==================== block 1
Figure 1. Routing congestion map (block 1).
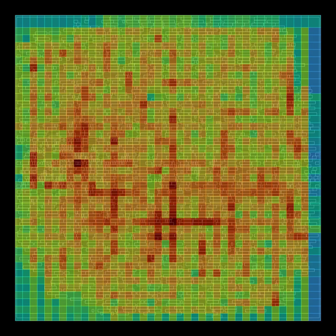

## src/rtl/program_loader.sv

```systemverilog
// Byte-stream program loader: assembles big-endian words, then resets, bursts and releases the CPU.
// Optional trailing checksum byte enabled by defining LOADER_CHECKSUM_EN.
module program_loader #(
  parameter int DEPTH = 32,
  parameter int AW    = 5
) (
  input  logic        clk,
  input  logic        Reset,
  input  logic [7:0]  byte_in,
  input  logic        byte_valid,
  output logic        byte_ready,
  output logic        CpuReset,
  output logic        LoadInstructions,
  output logic [31:0] Instruction,
  output logic        busy,
  output logic        err
);

  typedef enum logic [2:0] {
    HDR,
    DATA,
`ifdef LOADER_CHECKSUM_EN
    CSUM,
`endif
    CLR,
    BURST,
    REL,
    RUN
  } state_t;

  state_t         state;
  logic [AW-1:0]  nm1;
  logic [AW-1:0]  widx;
  logic [AW-1:0]  ridx;
  logic [1:0]     bcnt;
  logic [23:0]    word;
  logic [31:0]    mem [DEPTH];
`ifdef LOADER_CHECKSUM_EN
  logic [7:0]     csum;
`endif

  logic hdr_ok;
  logic word_done;

  assign hdr_ok    = (byte_in != 8'd0) && (int'(byte_in) <= DEPTH);
  assign word_done = (state == DATA) && byte_valid && (bcnt == 2'd3);

  // Every output is a decode of registered state, so nothing depends on byte_valid combinationally.
  assign byte_ready       = (state == HDR) || (state == DATA) || (state == RUN)
`ifdef LOADER_CHECKSUM_EN
                            || (state == CSUM)
`endif
                            ;
  assign CpuReset         = (state != BURST) && (state != RUN);
  assign LoadInstructions = (state == BURST);
  assign busy             = (state != RUN);
  assign Instruction      = (state == BURST) ? mem[ridx] : 32'd0;

  always_ff @(posedge clk) begin
    if (!Reset && word_done) mem[widx] <= {word, byte_in};
  end

  always_ff @(posedge clk) begin
    if (Reset) begin
      state <= HDR;
      err   <= 1'b0;
      nm1   <= '0;
      widx  <= '0;
      ridx  <= '0;
      bcnt  <= 2'd0;
      word  <= 24'd0;
`ifdef LOADER_CHECKSUM_EN
      csum  <= 8'd0;
`endif
    end else begin
      case (state)
        HDR, RUN: begin
          if (byte_valid) begin
            if (hdr_ok) begin
              nm1   <= AW'(byte_in - 8'd1);
              err   <= 1'b0;
              widx  <= '0;
              ridx  <= '0;
              bcnt  <= 2'd0;
`ifdef LOADER_CHECKSUM_EN
              csum  <= 8'd0;
`endif
              state <= DATA;
            end else begin
              err   <= 1'b1;
              state <= HDR;
            end
          end
        end
        DATA: begin
          if (byte_valid) begin
            bcnt <= bcnt + 2'd1;
            word <= {word[15:0], byte_in};
`ifdef LOADER_CHECKSUM_EN
            csum <= csum + byte_in;
`endif
            if (bcnt == 2'd3) begin
              widx <= widx + AW'(1);
              if (widx == nm1) begin
`ifdef LOADER_CHECKSUM_EN
                state <= CSUM;
`else
                state <= CLR;
`endif
              end
            end
          end
        end
`ifdef LOADER_CHECKSUM_EN
        CSUM: begin
          if (byte_valid) begin
            if (byte_in == csum) state <= CLR;
            else begin
              err   <= 1'b1;
              state <= HDR;
            end
          end
        end
`endif
        CLR: begin
          ridx  <= '0;
          state <= BURST;
        end
        BURST: begin
          ridx <= ridx + AW'(1);
          if (ridx == nm1) state <= REL;
        end
        REL:     state <= RUN;
        default: state <= HDR;
      endcase
    end
  end

endmodule

```

## config.mk

```make
export PLATFORM = sky130hd
export DESIGN_NAME = program_loader
export DESIGN_NICKNAME = d
export VERILOG_FILES = /design/src/rtl/program_loader.sv
export SDC_FILE = /design/constraint.sdc
export NUM_CORES = 1
export LEC_CHECK = 0
export CORE_UTILIZATION = 51
export DETAILED_ROUTE_END_ITERATION = 8
export GPL_TIMING_DRIVEN = 0
export HOLD_SLACK_MARGIN = 0.02
export PLACE_DENSITY_LB_ADDON = 0.08
export SLEW_MARGIN = 5
export SYNTH_ARGS = -nofsm -noshare
export SYNTH_HDL_FRONTEND = slang
export SYNTH_SLANG_ARGS = --single-unit
```

## constraint.sdc

```tcl
create_clock -name clk -period 9.3 [get_ports clk]
set_input_delay 0.93 -clock clk [delete_from_list [all_inputs] [get_ports clk]]
set_output_delay 0.93 -clock clk [all_outputs]
set_load 0.1 [all_outputs]
```

==================== block 2
File: src/rtl/portarb.sv
// ============================================================================
// Module   : portarb
// Purpose  : N-port request arbiter with registered one-hot grant, bounded
//            per-owner hold time and registered address/data forwarding.
//            Fixed priority by default; round-robin when PORTARB_RR_EN is
//            defined.
// Revision : 1.0  initial release
// ============================================================================
`default_nettype none

module portarb #(
  parameter int N = 3,    // number of requesting ports (2..8)
  parameter int A = 9,    // address width
  parameter int W = 128,  // data width
  parameter int H = 4     // max consecutive grant cycles per owner (1..16)
) (
  input  logic           clk,
  input  logic           rst,
  input  logic [N-1:0]   csel_i,
  input  logic [N*A-1:0] addrIn_i,
  input  logic [N*W-1:0] dataIn_i,
  output logic [A-1:0]   addr_o,
  output logic [W-1:0]   data_o,
  output logic           valid_o,
  output logic [N-1:0]   grnt_o
);

  localparam int IW = (N > 1) ? $clog2(N) : 1;
  localparam int HW = (H > 1) ? $clog2(H) : 1;

  typedef enum logic [0:0] {
    S_IDLE = 1'b0,
    S_OWN  = 1'b1
  } state_t;

  state_t          state_q, state_d;
  logic [IW-1:0]   owner_q, owner_d;
  logic [HW-1:0]   holdcnt_q, holdcnt_d;
  logic [N-1:0]    grnt_q, grnt_d;
  logic [A-1:0]    addr_q, addr_d;
  logic [W-1:0]    data_q, data_d;
`ifdef PORTARB_RR_EN
  logic [IW-1:0]   ptr_q, ptr_d;
`endif

  logic [N-1:0]    w_others;
  logic [N-1:0]    w_mask;
  logic [IW-1:0]   w_win;
  logic            w_found;
  logic            w_hold;
  logic [IW-1:0]   w_sel;

  // Winner search: the current owner steps aside whenever anyone else asks.
  always_comb begin
    w_others = csel_i & ~(N'(1) << owner_q);
    w_mask   = ((state_q == S_OWN) && (|w_others)) ? w_others : csel_i;
    w_win    = '0;
    w_found  = 1'b0;
`ifdef PORTARB_RR_EN
    for (int k = 0; k < N; k++) begin
      int j;
      j = int'(ptr_q) + k;
      if (j >= N) j = j - N;
      if (!w_found && w_mask[j]) begin
        w_win   = IW'(j);
        w_found = 1'b1;
      end
    end
`else
    for (int k = 0; k < N; k++) begin
      if (!w_found && w_mask[k]) begin
        w_win   = IW'(k);
        w_found = 1'b1;
      end
    end
`endif
  end

  // Next-state: idle on no request, extend the hold, or re-arbitrate.
  always_comb begin
    state_d   = state_q;
    owner_d   = owner_q;
    holdcnt_d = holdcnt_q;
    grnt_d    = grnt_q;
    addr_d    = addr_q;
    data_d    = data_q;
`ifdef PORTARB_RR_EN
    ptr_d     = ptr_q;
`endif
    w_hold = (state_q == S_OWN) && csel_i[owner_q] && (holdcnt_q < HW'(H - 1));
    w_sel  = w_hold ? owner_q : w_win;

    if (csel_i == '0) begin
      state_d   = S_IDLE;
      grnt_d    = '0;
      holdcnt_d = '0;
    end else begin
      state_d = S_OWN;
      addr_d  = addrIn_i[w_sel*A +: A];
      data_d  = dataIn_i[w_sel*W +: W];
      if (w_hold) begin
        holdcnt_d = holdcnt_q + 1'b1;
      end else begin
        owner_d   = w_win;
        holdcnt_d = '0;
        grnt_d    = N'(1) << w_win;
`ifdef PORTARB_RR_EN
        ptr_d     = (w_win == IW'(N - 1)) ? '0 : w_win + 1'b1;
`endif
      end
    end
  end

  // State and output registers; reset clears everything immediately.
  always_ff @(posedge clk or posedge rst) begin
    if (rst) begin
      state_q   <= S_IDLE;
      owner_q   <= '0;
      holdcnt_q <= '0;
      grnt_q    <= '0;
      addr_q    <= '0;
      data_q    <= '0;
`ifdef PORTARB_RR_EN
      ptr_q     <= '0;
`endif
    end else begin
      state_q   <= state_d;
      owner_q   <= owner_d;
      holdcnt_q <= holdcnt_d;
      grnt_q    <= grnt_d;
      addr_q    <= addr_d;
      data_q    <= data_d;
`ifdef PORTARB_RR_EN
      ptr_q     <= ptr_d;
`endif
    end
  end

  assign grnt_o  = grnt_q;
  assign valid_o = |grnt_q;
  assign addr_o  = addr_q;
  assign data_o  = data_q;

endmodule

`default_nettype wire

File: config.mk
export PLATFORM = sky130hd
export DESIGN_NAME = portarb
export DESIGN_NICKNAME = d
export VERILOG_FILES = /design/src/rtl/portarb.sv
export SDC_FILE = /design/constraint.sdc
export NUM_CORES = 1
export LEC_CHECK = 0
export CAP_MARGIN = 0
export CORE_AREA = 4 4 212 214
export DETAILED_ROUTE_END_ITERATION = 16
export DIE_AREA = 0 0 216 218
export PLACE_DENSITY = 0.44
export SETUP_SLACK_MARGIN = 0.02
export SYNTH_ARGS = -nofsm -noshare
export SYNTH_HDL_FRONTEND = slang
export SYNTH_SLANG_ARGS = --single-unit
File: constraint.sdc
create_clock -name clk -period 13 [get_ports clk]
set_input_delay 3.9 -clock clk [delete_from_list [all_inputs] [get_ports clk]]
set_output_delay 3.9 -clock clk [all_outputs]
set_load 0.03 [all_outputs]
==================== block 3
--- src/rtl/btn_event_ctrl.sv ---
// Button event controller: per-button short/long press classification, fixed-priority
// arbitration into a show-ahead event FIFO. Optional auto-repeat: define BTN_REPEAT_EN.
module btn_event_ctrl #(
    parameter int N_BTN         = 4,
    parameter int LONG_CYCLES   = 25_000_000,
    parameter int REPEAT_CYCLES = 10_000_000,
    parameter int DEPTH         = 4
) (
    input  logic                     clk,
    input  logic                     rst_n,
    input  logic [N_BTN-1:0]         btn_in,
    output logic                     evt_valid,
    input  logic                     evt_ready,
    output logic [$clog2(N_BTN)-1:0] evt_id,
    output logic                     evt_long,
    output logic                     evt_repeat,
    output logic                     overflow
);

    localparam int IDW = $clog2(N_BTN);
    localparam int AW  = $clog2(DEPTH);
    localparam int CW  = $clog2(LONG_CYCLES);
    localparam logic [CW-1:0] LONG_LAST = CW'(LONG_CYCLES - 1);
    localparam logic [AW:0]   FIFO_FULL = (AW+1)'(DEPTH);
`ifdef BTN_REPEAT_EN
    localparam int RW = $clog2(REPEAT_CYCLES);
    localparam logic [RW-1:0] REP_LAST = RW'(REPEAT_CYCLES - 1);
`endif

    typedef enum logic [1:0] {
        ST_IDLE    = 2'd0,
        ST_PRESSED = 2'd1,
        ST_HELD    = 2'd2
    } btn_state_t;

    logic [N_BTN-1:0] sync1_r, sync2_r, prev_r;
    logic [N_BTN-1:0] rise_s, fall_s;
    logic [N_BTN-1:0] set_vec_s, set_long_vec_s;
    logic [N_BTN-1:0] pend_v_r, pend_long_r;
    logic [N_BTN-1:0] sel_oh_s, grant_s, drop_s;
    logic [IDW-1:0]   sel_id_s;
    logic             sel_found_s;
    logic             push_s, pop_s, full_s;
    logic [AW-1:0]    wr_ptr_r, rd_ptr_r;
    logic [AW:0]      count_r, count_nxt_s;
    logic             valid_r, overflow_r;
    logic [IDW-1:0]   mem_id_r   [DEPTH];
    logic             mem_long_r [DEPTH];
`ifdef BTN_REPEAT_EN
    logic [N_BTN-1:0] set_rep_vec_s, pend_rep_r;
    logic             mem_rep_r  [DEPTH];
`endif

    // Two-flop synchronizer plus a history flop for edge detection
    always_ff @(posedge clk or negedge rst_n) begin
        if (!rst_n) begin
            sync1_r <= '0;
            sync2_r <= '0;
            prev_r  <= '0;
        end else begin
            sync1_r <= btn_in;
            sync2_r <= sync1_r;
            prev_r  <= sync2_r;
        end
    end

    assign rise_s = sync2_r & ~prev_r;
    assign fall_s = ~sync2_r & prev_r;

    for (genvar gi = 0; gi < N_BTN; gi++) begin : g_btn
        btn_state_t    state_r, state_nxt_s;
        logic [CW-1:0] hold_cnt_r;
        logic          tick_s, set_s, long_s;

        // State register and hold counter
        always_ff @(posedge clk or negedge rst_n) begin
            if (!rst_n) begin
                state_r    <= ST_IDLE;
                hold_cnt_r <= '0;
            end else begin
                state_r <= state_nxt_s;
                if (state_r == ST_PRESSED && state_nxt_s == ST_PRESSED) begin
                    hold_cnt_r <= hold_cnt_r + CW'(1);
                end else begin
                    hold_cnt_r <= '0;
                end
            end
        end

`ifdef BTN_REPEAT_EN
        logic [RW-1:0] rep_cnt_r;

        // Repeat counter runs only while held, wrapping every REPEAT_CYCLES
        always_ff @(posedge clk or negedge rst_n) begin
            if (!rst_n) begin
                rep_cnt_r <= '0;
            end else if (state_r == ST_HELD && state_nxt_s == ST_HELD) begin
                rep_cnt_r <= (rep_cnt_r == REP_LAST) ? '0 : rep_cnt_r + RW'(1);
            end else begin
                rep_cnt_r <= '0;
            end
        end

        assign tick_s = (state_r == ST_HELD) && !fall_s[gi] && (rep_cnt_r == REP_LAST);
        assign set_rep_vec_s[gi] = tick_s;
`else
        assign tick_s = 1'b0;
`endif

        // Next-state logic; a release on the threshold cycle stays a short press
        always_comb begin
            state_nxt_s = state_r;
            case (state_r)
                ST_IDLE: begin
                    if (rise_s[gi]) state_nxt_s = ST_PRESSED;
                    else            state_nxt_s = ST_IDLE;
                end
                ST_PRESSED: begin
                    if (fall_s[gi])                    state_nxt_s = ST_IDLE;
                    else if (hold_cnt_r == LONG_LAST)  state_nxt_s = ST_HELD;
                    else                               state_nxt_s = ST_PRESSED;
                end
                ST_HELD: begin
                    if (fall_s[gi]) state_nxt_s = ST_IDLE;
                    else            state_nxt_s = ST_HELD;
                end
                default: state_nxt_s = ST_IDLE;
            endcase
        end

        // Event generation toward the pending slot
        always_comb begin
            set_s  = 1'b0;
            long_s = 1'b0;
            case (state_r)
                ST_PRESSED: begin
                    if (fall_s[gi]) begin
                        set_s  = 1'b1;
                        long_s = 1'b0;
                    end else if (hold_cnt_r == LONG_LAST) begin
                        set_s  = 1'b1;
                        long_s = 1'b1;
                    end else begin
                        set_s  = 1'b0;
                        long_s = 1'b0;
                    end
                end
                ST_HELD: begin
                    if (tick_s) begin
                        set_s  = 1'b1;
                        long_s = 1'b1;
                    end else begin
                        set_s  = 1'b0;
                        long_s = 1'b0;
                    end
                end
                default: begin
                    set_s  = 1'b0;
                    long_s = 1'b0;
                end
            endcase
        end

        assign set_vec_s[gi]      = set_s;
        assign set_long_vec_s[gi] = long_s;
    end

    // A slot that is still valid (even if granted this cycle) rejects new events
    assign drop_s = set_vec_s & pend_v_r;

    // Pending slots: one event per button waiting for a FIFO write
    always_ff @(posedge clk or negedge rst_n) begin
        if (!rst_n) begin
            pend_v_r    <= '0;
            pend_long_r <= '0;
`ifdef BTN_REPEAT_EN
            pend_rep_r  <= '0;
`endif
        end else begin
            for (int i = 0; i < N_BTN; i++) begin
                if (grant_s[i]) begin
                    pend_v_r[i] <= 1'b0;
                end else if (set_vec_s[i] && !pend_v_r[i]) begin
                    pend_v_r[i]    <= 1'b1;
                    pend_long_r[i] <= set_long_vec_s[i];
`ifdef BTN_REPEAT_EN
                    pend_rep_r[i]  <= set_rep_vec_s[i];
`endif
                end else begin
                    pend_v_r[i] <= pend_v_r[i];
                end
            end
        end
    end

    // Fixed-priority select: lowest index wins
    always_comb begin
        sel_oh_s    = '0;
        sel_id_s    = '0;
        sel_found_s = 1'b0;
        for (int i = 0; i < N_BTN; i++) begin
            if (pend_v_r[i] && !sel_found_s) begin
                sel_found_s = 1'b1;
                sel_id_s    = IDW'(i);
                sel_oh_s[i] = 1'b1;
            end else begin
                sel_found_s = sel_found_s;
            end
        end
    end

    assign full_s  = (count_r == FIFO_FULL);
    assign pop_s   = valid_r && evt_ready;
    assign push_s  = sel_found_s && (!full_s || pop_s);
    assign grant_s = push_s ? sel_oh_s : '0;

    // Occupancy update
    always_comb begin
        count_nxt_s = count_r;
        case ({push_s, pop_s})
            2'b10:   count_nxt_s = count_r + (AW+1)'(1);
            2'b01:   count_nxt_s = count_r - (AW+1)'(1);
            default: count_nxt_s = count_r;
        endcase
    end

    // FIFO storage, pointers and registered status flags
    always_ff @(posedge clk or negedge rst_n) begin
        if (!rst_n) begin
            wr_ptr_r   <= '0;
            rd_ptr_r   <= '0;
            count_r    <= '0;
            valid_r    <= 1'b0;
            overflow_r <= 1'b0;
            for (int i = 0; i < DEPTH; i++) begin
                mem_id_r[i]   <= '0;
                mem_long_r[i] <= 1'b0;
`ifdef BTN_REPEAT_EN
                mem_rep_r[i]  <= 1'b0;
`endif
            end
        end else begin
            if (push_s) begin
                mem_id_r[wr_ptr_r]   <= sel_id_s;
                mem_long_r[wr_ptr_r] <= pend_long_r[sel_id_s];
`ifdef BTN_REPEAT_EN
                mem_rep_r[wr_ptr_r]  <= pend_rep_r[sel_id_s];
`endif
                wr_ptr_r <= wr_ptr_r + AW'(1);
            end else begin
                wr_ptr_r <= wr_ptr_r;
            end
            if (pop_s) begin
                rd_ptr_r <= rd_ptr_r + AW'(1);
            end else begin
                rd_ptr_r <= rd_ptr_r;
            end
            count_r    <= count_nxt_s;
            valid_r    <= (count_nxt_s != '0);
            overflow_r <= |drop_s;
        end
    end

    assign evt_valid = valid_r;
    assign evt_id    = mem_id_r[rd_ptr_r];
    assign evt_long  = mem_long_r[rd_ptr_r];
    assign overflow  = overflow_r;
`ifdef BTN_REPEAT_EN
    assign evt_repeat = mem_rep_r[rd_ptr_r];
`else
    assign evt_repeat = 1'b0;
`endif

endmodule

--- config.mk ---
export PLATFORM = sky130hd
export DESIGN_NAME = btn_event_ctrl
export DESIGN_NICKNAME = d
export VERILOG_FILES = /design/src/rtl/btn_event_ctrl.sv
export SDC_FILE = /design/constraint.sdc
export NUM_CORES = 1
export LEC_CHECK = 0
export ABC_AREA = 1
export CAP_MARGIN = 20
export CORE_MARGIN = 5
export CORE_UTILIZATION = 43
export CTS_CLUSTER_DIAMETER = 150
export CTS_CLUSTER_SIZE = 20
export DETAILED_ROUTE_END_ITERATION = 8
export GPL_TIMING_DRIVEN = 0
export HOLD_SLACK_MARGIN = 0.1
export PLACE_DENSITY = 0.57
export SYNTH_ARGS = -nofsm -noshare
export SYNTH_HDL_FRONTEND = slang
export SYNTH_SLANG_ARGS = --single-unit
--- constraint.sdc ---
create_clock -name clk -period 3.8 [get_ports clk]
set_input_delay 0.95 -clock clk [delete_from_list [all_inputs] [get_ports clk]]
set_output_delay 0.95 -clock clk [all_outputs]
set_load 0.03 [all_outputs]
Figure 2. Met1 routing (block 3).
The bar under the picture is 50 microns long.
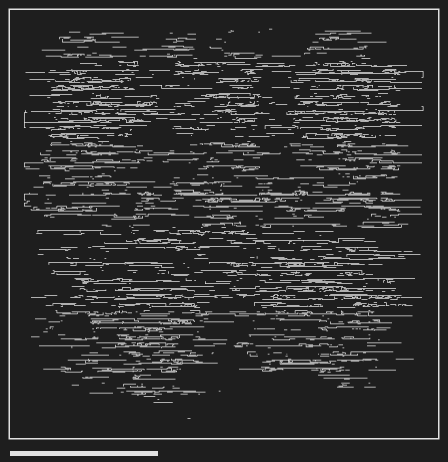
nets with wire on the layer: 927
share of all routed wire: 50%
longest straight run: 35.4 microns
main direction: horizontal
vias: 5602
GR Util met1: 20.5%
final WL: 14800 microns

Figure 3. Routing congestion map (block 3).
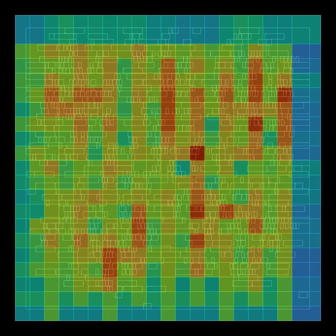
WL/cell: 12.4 microns
met3 Use GR: 3.84%
busiest grt layer: met2
met2 Use GR: 25.4%
GRT Util Overall: 15.3%

==> Slide: Implementation Results, block 3 <==
Physical Implementation Snapshot

Finish
  • Final Non-Filler Cells: 1197
  • Fillers: 1713
  • Clock-cell share of area: 6.48%
  • Commonest Layout Cell: nand2_1
  • Logic area: 0.00357 sq mm

Synth
  • Simple share: 31.5%
  • Synthesized cell area: 0.00780 sq mm
  • Dominant combinational family: simple AND/OR/NAND/NOR gates
  • Chip area line of the yosys report: 0.00780 sq mm
  • Mapped Avg Cell Area: 8.42 sq um
  • Syn nets: 943
  • Compound Share, Synth: 3.34%

Critical path
  • Number of stages on the worst setup path: 4
  • Startpoint Class: flip-flop
  • Critical path peak fanout: 8
  • Critical Path Sink: evt_id[0]
  • Setup CP Type: reg -> out

Outcome
  • Status: finished, final reports clean

Clocking
  • CTS tree: built
  • Cts hold-fix bufs: 0
  • CTS sink cnt: 149
  • Post_cts resized: 0

Drt
  • DRC viols: 0
  • Drt initial violations: 221
  • Initial DRT Pass Iterations: 4
  • Post-route ant nets: 0

Floorplan
  • Ports: 13
  • Row Count: 49
  • Die Span Y: 145 microns

Pwr
  • PD cells: 493 mW/mm^2
  • Seq pwr share: 42.6%

Final timing
  • Final setup fails: 0
  • Minimum clock period: 2970 ps
  • Worst-Margin Slew: 563 ps

Placement
  • Dpl cells: 1167

Hold path
  • Hold Crit Endpoint: sync2_r[2]
[block 3: Yosys cell counts (all sizes together)]
master / count
nor2: 209
nand2: 206
dfrtp: 149
inv: 106
xor2: 62
nand3: 52
o21ai: 31
nor3: 29
xnor2: 20
nand4: 18
buf: 9
ha: 9
a21oi: 8
o31ai: 4
nor3b: 3
o22ai: 3
nand3b: 2
or2: 2
conb: 1
fa: 1
nor4: 1
o21bai: 1
[block 3: per-layer routing]
metal  global-route usage (%)  vias up  share of wire [%]
met1                     20.5     2608                 50
met3                     3.84        6                2.5
li1                         -     2949                  -
met4                     3.39        0               0.61
met5                        0        -                  0
met2                     25.4       39                 47
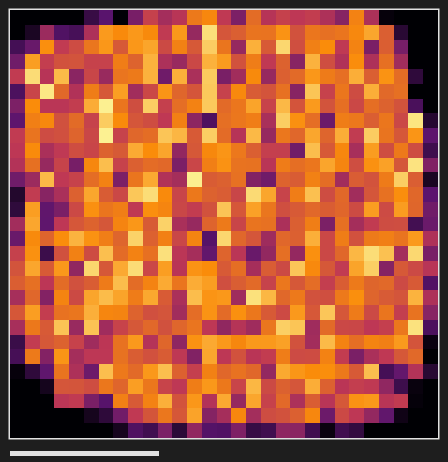
Figure 4: block 1, placement density heat map.
The bar under the picture is 100 microns long. 29 x 29 tiles, from black (low) to pale yellow (high), 0 to 100% covered.
fullest tile: 97%
nearly empty tiles: 5.9%
mean over tiles: 56%
Layout Utilization: 59.1%
Initial Utilization: 51.6%
core box area: 0.0805 sq mm

## Picture notes: Figure 1
met2 Use GR: 38.5%
WL/cell: 30.9 microns
met3 Use GR: 5.02%
GR Util met1: 36.3%
GRT Util Overall: 25.0%

==> Slide: Implementation Results, block 1 <==
Physical Implementation Snapshot

Synth
  • Syn nets: 1954
  • Dominant cell type by area after synthesis: edfxtp_1
  • Compound Share, Synth: 2.90%
  • Post-synth seq share: 76.4%
  • Yosys synthesis warning count: 0
  • Synth Area in Adders: 0.211%
  • EDFF count, synth: 1024
  • Async S/R FF share, synth: 0%
  • Yosys top cell by instances: edfxtp_1
  • Area fraction in mux cells: 16.5%

Pwr
  • Largest power group: registers
  • Pleak: 0.0143 uW
  • Tot Pwr: 9500 uW

Finish
  • Comb/total area: 19.7%
  • Seq area share: 66.7%
  • Fillers: 5777
  • Sequential cell area: 0.0318 sq mm

Clocking
  • Root buf cell: clkbuf_16
  • Htree depth: 3
  • Cts hold-fix bufs: 0
  • Num CTS Buffers: 108

Global routing
  • Busiest grt layer: met2

Critical path
  • R2r setup slk: 5660 ps
  • Cell breakdown of the critical path: clkbuf_1 > nand2_1 > nor2_1 > clkbuf_1 > o221ai_1 > a21oi_1 > clkdlybuf4s50_1
  • Number of stages on the worst setup path: 7

Floorplan
  • Die W: 287 microns

Drt
  • Final WL: 101000 microns
  • Drt initial violations: 2260
  • Met1 Wirelength: 43600 microns

Outcome
  • Status: finished, final reports clean

Final timing
  • Max Slew Vio Count: 0
  • Worst Clk Skew: 19.1 ps
  • Max-slew headroom: 12.0%
  • Final setup fails: 0
  • Max Clk Rate: 0.170 GHz

Placement
  • Port-buffer cells: 46
[block 1: flip-flops by register name (all words and copies together) (netlist names), named ones only]
register,flops
bcnt,2
err,1
mem,1024
nm1,5
ridx,5
state,3
widx,5
word,24
[block 1: per-stage QoR]
stage	hold WS, ps	utilization [%]	setup slack [ps]	instance area (sq um)
floorplan	453	-	4640	41600
global placement	481	53.8	2730	43300
detailed placement	481	54.9	4200	44200
CTS	492	59.2	3490	47600
global route	508	59.1	3250	47600
finish	484	59.1	3430	47600
Figure 5. Met1 routing (block 2).
The bar under the picture is 50 microns long.
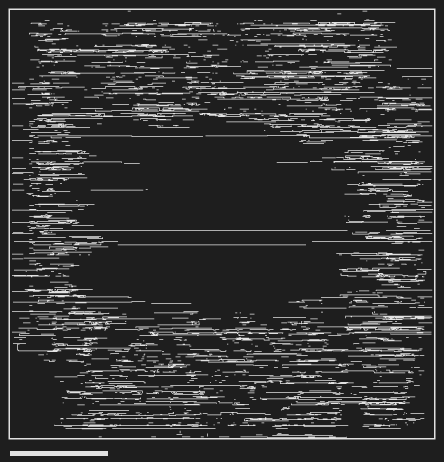
wire length on this layer: 14700 microns
nets with wire on the layer: 1418
main direction: horizontal
share of all routed wire: 40%
vias: 7450
final WL: 37100 microns

==> Slide: Implementation Results, block 2 <==
Physical Implementation Snapshot

Pwr
  • Pleak: 0.00572 uW
  • Seq. pwr: 816 uW
  • Combinational power: 1800 uW
  • Seq pwr share: 26.2%
  • Largest power group: combinational logic

Final timing
  • Worst-Margin Slew: 1020 ps
  • Final Hold Viols: 0
  • Minimum clock period: 6830 ps
  • Worst Clk Skew: 5.41 ps

Critical path
  • Cell breakdown of the critical path: clkdlybuf4s50_1 > nor3_2 > buf_4 > inv_2 > nand2b_4 > buf_4 > o21ai_1
  • Crit-path leading delay family: buffers and inverters
  • WP data required: 13300 ps
  • Startpoint Class: input pin
  • R2R cell count: 7
  • End of the worst register-to-register path: data_o[18]
  • Slowest cell on the critical path: buf_4

Floorplan
  • Initial Utilization: 17.1%
  • Tap Count: 585

Drt
  • DRC viols: 0
  • Met1 Wirelength: 14700 microns

Synth
  • Mapped Avg Cell Area: 11.2 sq um
  • Synthesized cell area: 0.00733 sq mm
  • Yosys Instances: 656
  • Yosys top cell by instances: dfrtp_1
  • Share of the synthesized area in the top cell type: 49.5%

Finish
  • Sequential cell area: 0.00363 sq mm
  • Clock-cell share of area: 4.04%
  • Area grow syn2layout: 90.3%
  • Design Area, Final: 0.0139 sq mm
  • Plain + repair buffers: 564
  • Flop count: 145

Global routing
  • GR Util met1: 17.4%
  • GR Overflow Total: 0
  • Largest net degree at the start of global routing: 84

Clocking
  • Clock buffer depth: 2
  • CTS tree: built
  • # Post-CTS Setup Buffers: 0

Outcome
  • Status: finished, final reports clean

Hold path
  • Hold Startpoint: holdcnt_q[0]
-- block 2: kinds of logic (layout without fill, tap and decap cells) --
family | count (synthesis) | count (layout) | synth area share (%)
compound gates | 286 | 286 | 24.5
fa+ha+maj | 1 | 1 | 0.171
buf+inv | 64 | 599 | 4.88
other cells | 0 | 3 | 0
flops | 145 | 145 | 49.5
simple gates | 22 | 22 | 2.08
mux | 138 | 138 | 18.9
-- block 2: state kept, by name, summed over array words and instances (netlist names), named ones only --
signal     count
data_o       128
addr_o         9
grnt_o         3
holdcnt_q      2
owner_q        1
state_q        1

==> gallery <==
M2 wires.
panel A
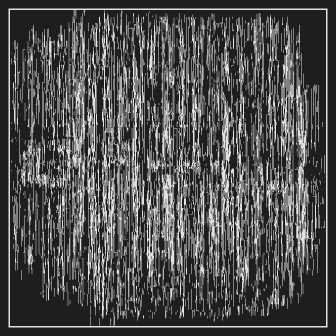
panel B
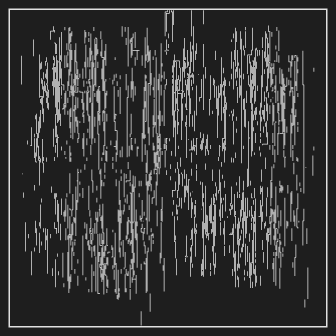
panel C
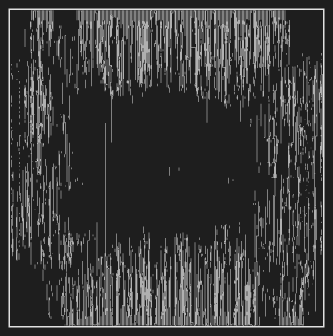
block 3: panel B
block 1: panel A
block 2: panel C

Key to panel C:
main direction: vertical
wire length on this layer: 19200 microns



==> notes/layouts.md <==
Pictures saved along the way, in no particular order.

Routed metal per tile.
image #1
The bar under the picture is 50 microns long. 29 x 29 tiles, from black (low) to pale yellow (high), scaled to the fullest tile. Values are wire area over tile area, all layers added.
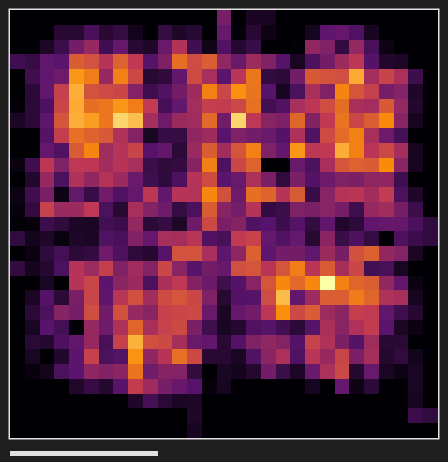
image #2
The bar under the picture is 100 microns long. 29 x 29 tiles, from black (low) to pale yellow (high), scaled to the fullest tile. Values are wire area over tile area, all layers added.
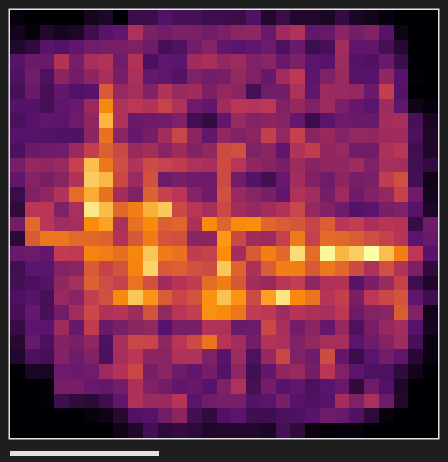
image #3
The bar under the picture is 50 microns long. 22 x 22 tiles, from black (low) to pale yellow (high), scaled to the fullest tile. Values are wire area over tile area, all layers added.
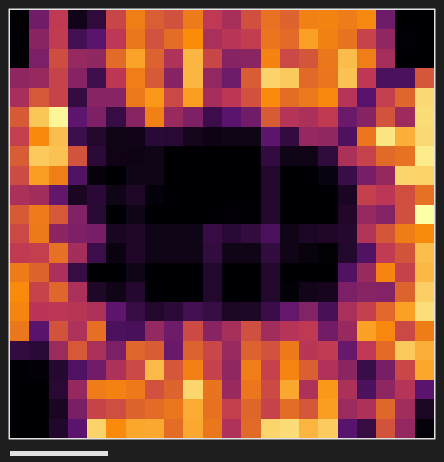
- block 2 = image #3
- block 3 = image #1
- block 1 = image #2
The one with the smallest die is image #1.
The one with the largest die is image #2.

Power figures rest on the tool's default switching activity, not on a simulated workload.
